=== pipe_ctrl_unit ===
pipe_ctrl_unit/class_map.png
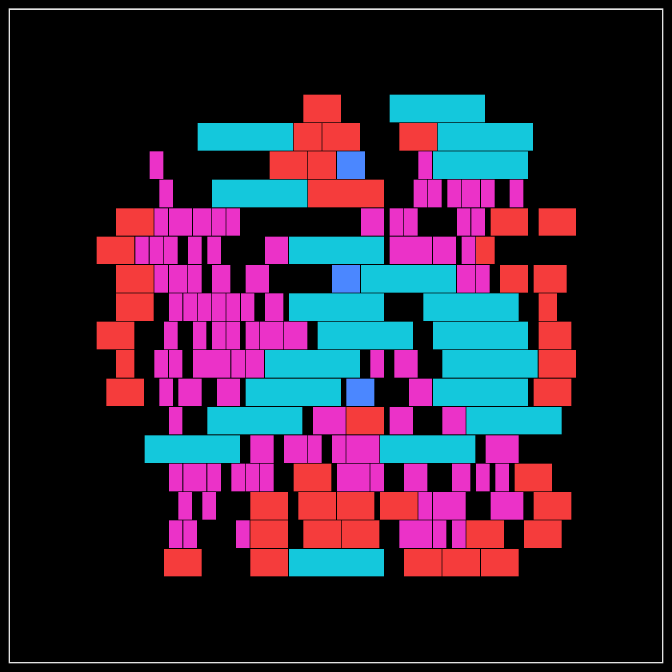
`src/rtl/pipe_ctrl_unit.sv`:
```
// Pipelined MIPS-32 control unit: ID decode carried through ID/EX, EX/MEM and MEM/WB,
// with load-use stall, multi-cycle branch flush and jump flush. Optional: PIPE_CTRL_ILLEGAL_TRAP_EN.
module pipe_ctrl_unit #(
    parameter int unsigned OPC_W        = 6,
    parameter int unsigned RA_W         = 5,
    parameter int unsigned ALUOP_W      = 2,
    parameter int unsigned BR_FLUSH_CYC = 1
) (
    input  logic               clk,
    input  logic               rst_n,
    input  logic [OPC_W-1:0]   opcode_i,
    input  logic [RA_W-1:0]    rs_i,
    input  logic [RA_W-1:0]    rt_i,
    input  logic               branch_cond_i,
    output logic               pc_write_o,
    output logic               ifid_write_o,
    output logic               ifid_flush_o,
    output logic               jump_o,
    output logic               ex_reg_dst_o,
    output logic               ex_alu_src_o,
    output logic [ALUOP_W-1:0] ex_alu_op_o,
    output logic [RA_W-1:0]    ex_rt_o,
    output logic               br_taken_o,
    output logic               mem_read_o,
    output logic               mem_write_o,
    output logic               wb_reg_write_o,
    output logic               wb_mem_to_reg_o,
    output logic               illegal_o
);

    localparam int unsigned CNT_W = $clog2(BR_FLUSH_CYC + 1);

    localparam logic [OPC_W-1:0] OP_RTYPE = OPC_W'(0);
    localparam logic [OPC_W-1:0] OP_J     = OPC_W'(2);
    localparam logic [OPC_W-1:0] OP_BEQ   = OPC_W'(4);
    localparam logic [OPC_W-1:0] OP_BNE   = OPC_W'(5);
    localparam logic [OPC_W-1:0] OP_ADDI  = OPC_W'(8);
    localparam logic [OPC_W-1:0] OP_LW    = OPC_W'(35);
    localparam logic [OPC_W-1:0] OP_SW    = OPC_W'(43);

    typedef struct packed {
        logic               reg_dst;
        logic               alu_src;
        logic               mem_to_reg;
        logic               reg_write;
        logic               mem_read;
        logic               mem_write;
        logic               branch;
        logic               branch_ne;
        logic [ALUOP_W-1:0] alu_op;
    } ctrl_t;

    typedef enum logic [0:0] {RUN, FLUSH} state_t;

    state_t           state_q, state_d;
    logic [CNT_W-1:0] cnt_q, cnt_d;
    ctrl_t            dec;
    ctrl_t            ex_q, ex_d;
    logic [RA_W-1:0]  ex_rt_q, ex_rt_d;
    logic             uses_rt;
    logic             is_jump;
    logic             dec_illegal;
    logic             stall;
    logic             bubble;
    logic             illegal_set;
    logic             mem_read_q, mem_write_q, mem_reg_write_q, mem_mem_to_reg_q;
    logic             wb_reg_write_q, wb_mem_to_reg_q;

    // ID-stage opcode decode
    always_comb begin
        dec         = '0;
        uses_rt     = 1'b0;
        is_jump     = 1'b0;
        dec_illegal = 1'b0;
        case (opcode_i)
            OP_RTYPE: begin
                dec.reg_dst   = 1'b1;
                dec.reg_write = 1'b1;
                dec.alu_op    = ALUOP_W'(2);
                uses_rt       = 1'b1;
            end
            OP_LW: begin
                dec.alu_src    = 1'b1;
                dec.mem_to_reg = 1'b1;
                dec.reg_write  = 1'b1;
                dec.mem_read   = 1'b1;
            end
            OP_SW: begin
                dec.alu_src   = 1'b1;
                dec.mem_write = 1'b1;
                uses_rt       = 1'b1;
            end
            OP_BEQ: begin
                dec.branch = 1'b1;
                dec.alu_op = ALUOP_W'(1);
                uses_rt    = 1'b1;
            end
            OP_BNE: begin
                dec.branch    = 1'b1;
                dec.branch_ne = 1'b1;
                dec.alu_op    = ALUOP_W'(1);
                uses_rt       = 1'b1;
            end
            OP_ADDI: begin
                dec.alu_src   = 1'b1;
                dec.reg_write = 1'b1;
            end
            OP_J:    is_jump     = 1'b1;
            default: dec_illegal = 1'b1;
        endcase
    end

    assign br_taken_o = ex_q.branch & (branch_cond_i ^ ex_q.branch_ne);
    assign stall      = ex_q.mem_read & ((ex_rt_q == rs_i) | (uses_rt & (ex_rt_q == rt_i)));

`ifdef PIPE_CTRL_ILLEGAL_TRAP_EN
    logic illegal_q;
`endif

    // Flush FSM next state and hazard outputs; branch beats stall beats jump
    always_comb begin
        state_d      = state_q;
        cnt_d        = cnt_q;
        bubble       = 1'b0;
        ifid_flush_o = 1'b0;
        jump_o       = 1'b0;
        pc_write_o   = 1'b1;
        ifid_write_o = 1'b1;
        illegal_set  = 1'b0;
        case (state_q)
            RUN: begin
                if (br_taken_o) begin
                    ifid_flush_o = 1'b1;
                    bubble       = 1'b1;
                    cnt_d        = CNT_W'(BR_FLUSH_CYC - 1);
                    if (cnt_d != '0) state_d = FLUSH;
                end else if (stall) begin
                    pc_write_o   = 1'b0;
                    ifid_write_o = 1'b0;
                    bubble       = 1'b1;
                end else if (is_jump) begin
                    jump_o       = 1'b1;
                    ifid_flush_o = 1'b1;
                    bubble       = 1'b1;
                end else if (dec_illegal) begin
                    illegal_set = 1'b1;
                end
            end
            FLUSH: begin
                bubble       = 1'b1;
                ifid_flush_o = 1'b1;
                cnt_d        = CNT_W'(cnt_q - CNT_W'(1));
                if (cnt_q == CNT_W'(1)) state_d = RUN;
            end
            default: state_d = RUN;
        endcase
`ifdef PIPE_CTRL_ILLEGAL_TRAP_EN
        if (illegal_set || illegal_q) begin
            pc_write_o   = 1'b0;
            ifid_write_o = 1'b0;
        end
`endif
    end

    assign ex_d    = bubble ? ctrl_t'('0) : dec;
    assign ex_rt_d = bubble ? '0 : rt_i;

    // Pipeline control registers and FSM state
    always_ff @(posedge clk or negedge rst_n) begin
        if (!rst_n) begin
            state_q          <= RUN;
            cnt_q            <= '0;
            ex_q             <= '0;
            ex_rt_q          <= '0;
            mem_read_q       <= 1'b0;
            mem_write_q      <= 1'b0;
            mem_reg_write_q  <= 1'b0;
            mem_mem_to_reg_q <= 1'b0;
            wb_reg_write_q   <= 1'b0;
            wb_mem_to_reg_q  <= 1'b0;
        end else begin
            state_q          <= state_d;
            cnt_q            <= cnt_d;
            ex_q             <= ex_d;
            ex_rt_q          <= ex_rt_d;
            mem_read_q       <= ex_q.mem_read;
            mem_write_q      <= ex_q.mem_write;
            mem_reg_write_q  <= ex_q.reg_write;
            mem_mem_to_reg_q <= ex_q.mem_to_reg;
            wb_reg_write_q   <= mem_reg_write_q;
            wb_mem_to_reg_q  <= mem_mem_to_reg_q;
        end
    end

`ifdef PIPE_CTRL_ILLEGAL_TRAP_EN
    // Sticky trap: only reset releases the frozen front end
    always_ff @(posedge clk or negedge rst_n) begin
        if (!rst_n) illegal_q <= 1'b0;
        else if (illegal_set) illegal_q <= 1'b1;
    end
    assign illegal_o = illegal_q | illegal_set;
`else
    assign illegal_o = illegal_set;
`endif

    assign ex_reg_dst_o    = ex_q.reg_dst;
    assign ex_alu_src_o    = ex_q.alu_src;
    assign ex_alu_op_o     = ex_q.alu_op;
    assign ex_rt_o         = ex_rt_q;
    assign mem_read_o      = mem_read_q;
    assign mem_write_o     = mem_write_q;
    assign wb_reg_write_o  = wb_reg_write_q;
    assign wb_mem_to_reg_o = wb_mem_to_reg_q;

endmodule
```
`config.mk`:
```
export PLATFORM = sky130hd
export DESIGN_NAME = pipe_ctrl_unit
export DESIGN_NICKNAME = d
export VERILOG_FILES = /design/src/rtl/pipe_ctrl_unit.sv
export SDC_FILE = /design/constraint.sdc
export NUM_CORES = 1
export LEC_CHECK = 0
export ABC_AREA = 1
export CORE_MARGIN = 8
export CORE_UTILIZATION = 46
export CTS_CLUSTER_DIAMETER = 150
export DETAILED_ROUTE_END_ITERATION = 8
export GPL_TIMING_DRIVEN = 0
export PLACE_DENSITY = 0.86
export SYNTH_ARGS = -nofsm -noshare
export SYNTH_HDL_FRONTEND = slang
export SYNTH_SLANG_ARGS = --single-unit
```
`constraint.sdc`:
```
create_clock -name clk -period 2.8 [get_ports clk]
set_clock_uncertainty 0.05 [all_clocks]
set_input_delay 0.42 -clock clk [delete_from_list [all_inputs] [get_ports clk]]
set_output_delay 0.42 -clock clk [all_outputs]
set_load 0.05 [all_outputs]
```
==> flow_metrics.py <==
# Synthesis and PnR figures
metrics = {
    "clock_tree": {
        "postCtsSetupRepairBufs": 0,
        "htree_num_levels": 1,
        "clk_pin_slew_ns": 0.10,
        "cts_buffers": 3,
    },
    "synth": {
        "ys_chip_area_sq_um": 993,
        "synth.avg_cell_area_sq_um": 8.49,
        "syn_nets": 136,
    },
    "pwr": {
        "power_switching_uw": 152,
        "seqPwrFrac_pct": 55.2,
        "p_clk_share_pct": 22.9,
        "powerDensity_mw_per_mm2": 395,
        "finalPower_uw": 554,
        "p_int_uw": 402,
    },
    "global_routing": {
        "use_met1_pct": 12.2,
    },
    "timing": {
        "finalMaxSlewViolations": 0,
        "max_freq_mhz": 377,
        "rsz0062_at_grt": "false",
        "setup_ws_ns": 0.144,
        "tightest_slew_ns": 0.880,
    },
    "worst_setup_path": {
        "crit_family": "buffers and inverters",
        "cp.depth": 10,
        "crit_type": "input port to primary output",
        "cp_cell_sequence": "clkdlybuf4s50_1, inv_2, nor2_1, nand4_1, nand3_1, nand2_1, nand2_2, nand3_1, buf_4, dlygate4sd2_1",
        "critical_path.most_common_cell": "nand3_1",
        "critPathCaptureType": "primary output",
    },
    "die": {
        "fp_util_pct": 46.7,
    },
    "detailed_routing": {
        "wl_met1_um": 873,
        "met2WireLength_mm": 1.11,
        "vias": 825,
        "highest_layer": "met4",
        "drtAntennaViolNets": 0,
    },
    "place": {
        "place.gp.congestion": 0.846,
        "portBuffers": 37,
        "placedCellCount": 182,
    },
    "layout": {
        "nNetsFinal": 178,
        "inv_count": 18,
        "final_common_cell": "clkdlybuf4s50_1",
        "insertedDiodeCount": 0,
        "drive_gt1_share_pct": 19.1,
        "seq_cells": 20,
        "comb.multi_input.count": 75,
    },
    "hold_path": {
        "min_from": "mem_reg_write_q$_DFF_PN0_",
    },
    "run_status": {
        "outcome": "completed",
    },
}
## Picture notes: pipe_ctrl_unit/class_map.png
remaining logic cells -> magenta  # cells 93
remaining buffers and delay cells -> red  # cells 41
registers -> cyan  # cells 20
clock-net drivers -> blue  # cells 3
Std-Cell Rows: 17
final instance area: 0.00140 sq mm
Core Area: 0.00213 sq mm

==> power groups by stage <==
stage	logic (mW)	registers, mW	clock network [mW]
final	0.121	0.306	0.127
after global routing	0.132	0.308	0.148
after CTS	0.123	0.306	0.133
after detailed placement	0.123	0.312	0
after global placement	0.121	0.311	0
after floorplan	0.0466	0.331	0
==> worst register-to-register path: cells and delay by family (launching register included) <==
kind          cells  cell delay (ns)
flops             1             0.43
simple gates     10             0.76
buf+inv           2             0.21
==> cells by family (layout without fill, tap and decap cells) <==
| logic type | after synthesis | count (layout) | synth area share [%] |
|---|---|---|---|
| simple gates | 67 | 67 | 31.9 |
| buf+inv | 22 | 62 | 11.1 |
| compound gates | 1 | 1 | 0.503 |
| flops | 20 | 20 | 50.4 |
| xor+xnor | 7 | 7 | 6.17 |
==> synth_stat cells, types with 2 or more instances <==
master   count  area share, %
nand2_1     22            8.3
dfrtp_1     20             50
nor2_1      19            7.2
inv_1       14            5.3
nor2_2      12            7.6
nand3_1      7            3.5
xnor2_1      5            4.4
inv_2        4            1.5
buf_4        3            2.3
nand2_2      2            1.3
nand4_1      2            1.3
xor2_1       2            1.8

=== seq_mul16 ===
--- config.mk ---
export PLATFORM = sky130hd
export DESIGN_NAME = seq_mul16
export DESIGN_NICKNAME = d
export VERILOG_FILES = /design/src/rtl/seq_mul16.sv
export SDC_FILE = /design/constraint.sdc
export NUM_CORES = 1
export LEC_CHECK = 0
export ABC_AREA = 1
export CAP_MARGIN = 30
export CORE_MARGIN = 8
export CORE_UTILIZATION = 45
export CTS_CLUSTER_SIZE = 16
export DETAILED_ROUTE_END_ITERATION = 8
export PLACE_DENSITY = 0.75
export SYNTH_ARGS = -nofsm -noshare
export SYNTH_HDL_FRONTEND = slang
export SYNTH_SLANG_ARGS = --single-unit
--- constraint.sdc ---
create_clock -name clk -period 8 [get_ports clk]
set_input_delay 1.2 -clock clk [delete_from_list [all_inputs] [get_ports clk]]
set_output_delay 1.2 -clock clk [all_outputs]
set_load 0.03 [all_outputs]
--- src/rtl/seq_mul16.sv ---
// Unsigned 16x16 shift-and-add multiplier with valid/ready handshakes.
// A single 16-bit ripple-carry adder performs every partial-product addition.

module _16bit_rca (
   input  logic [15:0] a,
   input  logic [15:0] b,
   input  logic        c_in,
   output logic [15:0] s,
   output logic        c_out
);

   logic [16:0] w_carry;

   assign w_carry[0] = c_in;

   for (genvar i = 0; i < 16; i++) begin : g_fa
      assign s[i]           = a[i] ^ b[i] ^ w_carry[i];
      assign w_carry[i + 1] = (a[i] & b[i]) | (a[i] & w_carry[i]) | (b[i] & w_carry[i]);
   end

   assign c_out = w_carry[16];

endmodule

module seq_mul16 (
   input  logic        clk,
   input  logic        rst_n,
   input  logic        in_valid,
   output logic        in_ready,
   input  logic [15:0] a,
   input  logic [15:0] b,
   output logic        out_valid,
   input  logic        out_ready,
   output logic [31:0] p
);

   typedef enum logic [1:0] {
      IDLE = 2'd0,
      BUSY = 2'd1,
      DONE = 2'd2
   } state_t;

   state_t      r_state;
   state_t      w_nextState;
   logic [15:0] r_mcand;
   logic [15:0] r_acc;
   logic [15:0] r_mplr;
   logic [4:0]  r_cnt;

   logic [15:0] w_addend;
   logic [15:0] w_sum;
   logic        w_cout;
   logic        w_accept;
   logic        w_lastIter;

   assign w_addend   = r_mplr[0] ? r_mcand : 16'h0000;
   assign w_accept   = (r_state == IDLE) && in_valid;
   assign w_lastIter = (r_cnt == 5'd15);

   _16bit_rca u_rca (
      .a     (r_acc),
      .b     (w_addend),
      .c_in  (1'b0),
      .s     (w_sum),
      .c_out (w_cout)
   );

   always_comb begin
      w_nextState = r_state;
      case (r_state)
         IDLE:    if (in_valid)   w_nextState = BUSY;
         BUSY:    if (w_lastIter) w_nextState = DONE;
         DONE:    if (out_ready)  w_nextState = IDLE;
         default:                 w_nextState = IDLE;
      endcase
   end

   always_ff @(posedge clk or negedge rst_n) begin
      if (!rst_n) begin
         r_state <= IDLE;
      end else begin
         r_state <= w_nextState;
      end
   end

   // The adder carry-out becomes acc[15] as the 33-bit sum shifts right by one.
   always_ff @(posedge clk or negedge rst_n) begin
      if (!rst_n) begin
         r_mcand <= 16'h0000;
         r_acc   <= 16'h0000;
         r_mplr  <= 16'h0000;
         r_cnt   <= 5'd0;
      end else if (w_accept) begin
         r_mcand <= a;
         r_acc   <= 16'h0000;
         r_mplr  <= b;
         r_cnt   <= 5'd0;
      end else if (r_state == BUSY) begin
         r_acc   <= {w_cout, w_sum[15:1]};
         r_mplr  <= {w_sum[0], r_mplr[15:1]};
         r_cnt   <= r_cnt + 5'd1;
      end
   end

   assign in_ready  = (r_state == IDLE);
   assign out_valid = (r_state == DONE);
   assign p         = {r_acc, r_mplr};

endmodule
seq_mul16/gates.png
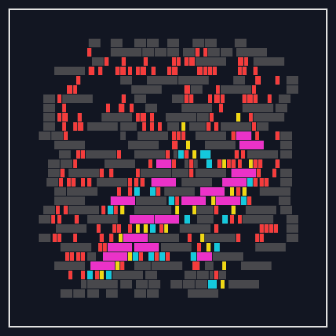
nand cells -> red  # cells 165
aoi and oai cells -> cyan  # cells 20
inv cells -> yellow  # cells 24
fa/ha/maj cells -> magenta  # cells 18

==> flow_metrics.py <==
# Synthesis and PnR figures
metrics = {
    "place": {
        "portBuffers": 69,
        "placed_area_sq_mm": 0.00337,
    },
    "worst_setup_path": {
        "worstSetupStartpointType": "flop",
        "r2r_slack_ns": 1.22,
        "cp_cell_sequence": "nand2_1, inv_1, ha_1, fa_1, fa_1, inv_1, fa_1, fa_1, fa_1, fa_1, fa_1, fa_1, fa_1, fa_1, fa_1, fa_1, fa_1, fa_1, fa_1, o21ai_0",
        "critPathLaunch": "r_mplr[0]$_DFFE_PN0P_",
    },
    "synth": {
        "ys_chip_area_sq_mm": 0.00264,
        "synthAoiAreaFrac_pct": 4.02,
    },
    "layout": {
        "largest_cell_class": "registers",
        "final_cell_mix": "nand2_1, clkdlybuf4s50_1, dfrtp_1",
        "seqAreaFraction_pct": 39.5,
        "sh_comb_area_pct": 31.8,
        "final_core_util_pct": 60.0,
        "clk_share_pct": 3.37,
    },
    "run": {
        "drv_cap": 0,
        "warnings": 26,
    },
    "global_routing": {
        "track_usage_pct": 15.7,
        "grt-ovfl-total": 0,
    },
    "run_status": {
        "outcome": "completed",
    },
    "pwr": {
        "p_int_uw": 758,
    },
    "die": {
        "die_y_um": 92.7,
        "nWellTaps": 75,
    },
    "timing": {
        "finalClockPeriodUsage_pct": 84.8,
    },
    "hold_path": {
        "whs_path_depth": 2,
    },
    "clock_tree": {
        "clk_path_buf_depth": 2,
    },
}
## worst reg2reg max path, delay by kind of cell, from the launching register on
family                     cells  cell delay, ns
adders and majority gates     16            5.65
AOI/OAI and AO/OA              1            0.08
DFF                            1            0.69
buffers and inverters          2            0.13
and+or+nand+nor                1            0.10
## cells in the mapped netlist
library cell | count | area, sq um
nand2_1 | 147 | 552
dfrtp_1 | 55 | 1380
inv_1 | 23 | 86.3
o21ai_0 | 18 | 90.1
nand3_1 | 17 | 85.1
fa_1 | 15 | 300
buf_4 | 5 | 37.5
buf_2 | 4 | 20.0
nor2_1 | 4 | 15.0
clkbuf_1 | 3 | 11.3
ha_1 | 3 | 37.5
inv_2 | 1 | 3.75
nand2_2 | 1 | 6.26
nor2_2 | 1 | 6.26
o21ai_2 | 1 | 8.76
o31ai_1 | 1 | 7.51
## power groups by stage
stage	Combinational (mW)	Sequential, mW	Clock, mW
after CTS	0.649	0.511	0.198
final	0.635	0.510	0.194
after detailed placement	0.643	0.514	0
after global routing	0.715	0.530	0.208
after global placement	0.630	0.508	0
after floorplan	0.285	0.619	0
## registers in the layout, indices dropped and copies added, names as in the netlist
register	count
r_mcand	16
r_state	2
r_cnt	5
r_acc	16
r_mplr	16


==> notes/layouts.md <==
Pictures saved along the way, in no particular order.

Clock nets.
(a)
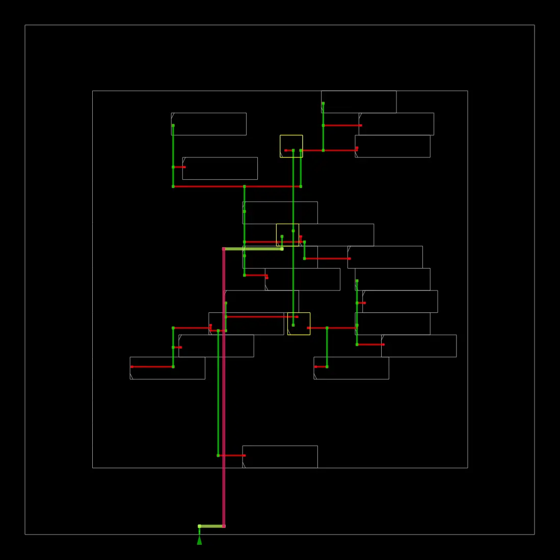
(b)
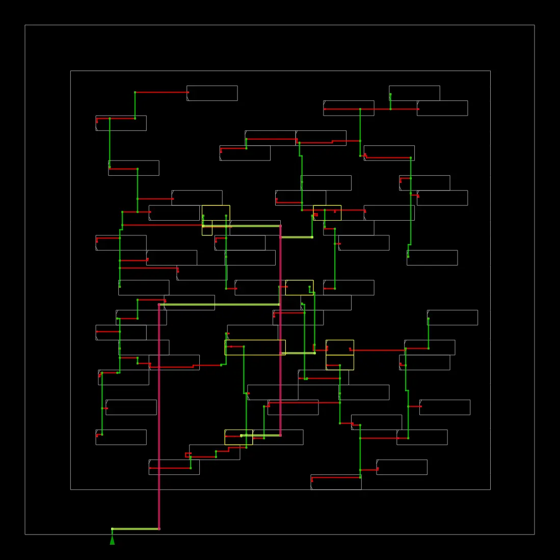
- (b) = seq_mul16
- (a) = pipe_ctrl_unit
The one with the most clock buffers is (b).
The one with the most sequential cells is (b).

No activity file was given, so power comes from the tool's default toggle rates.
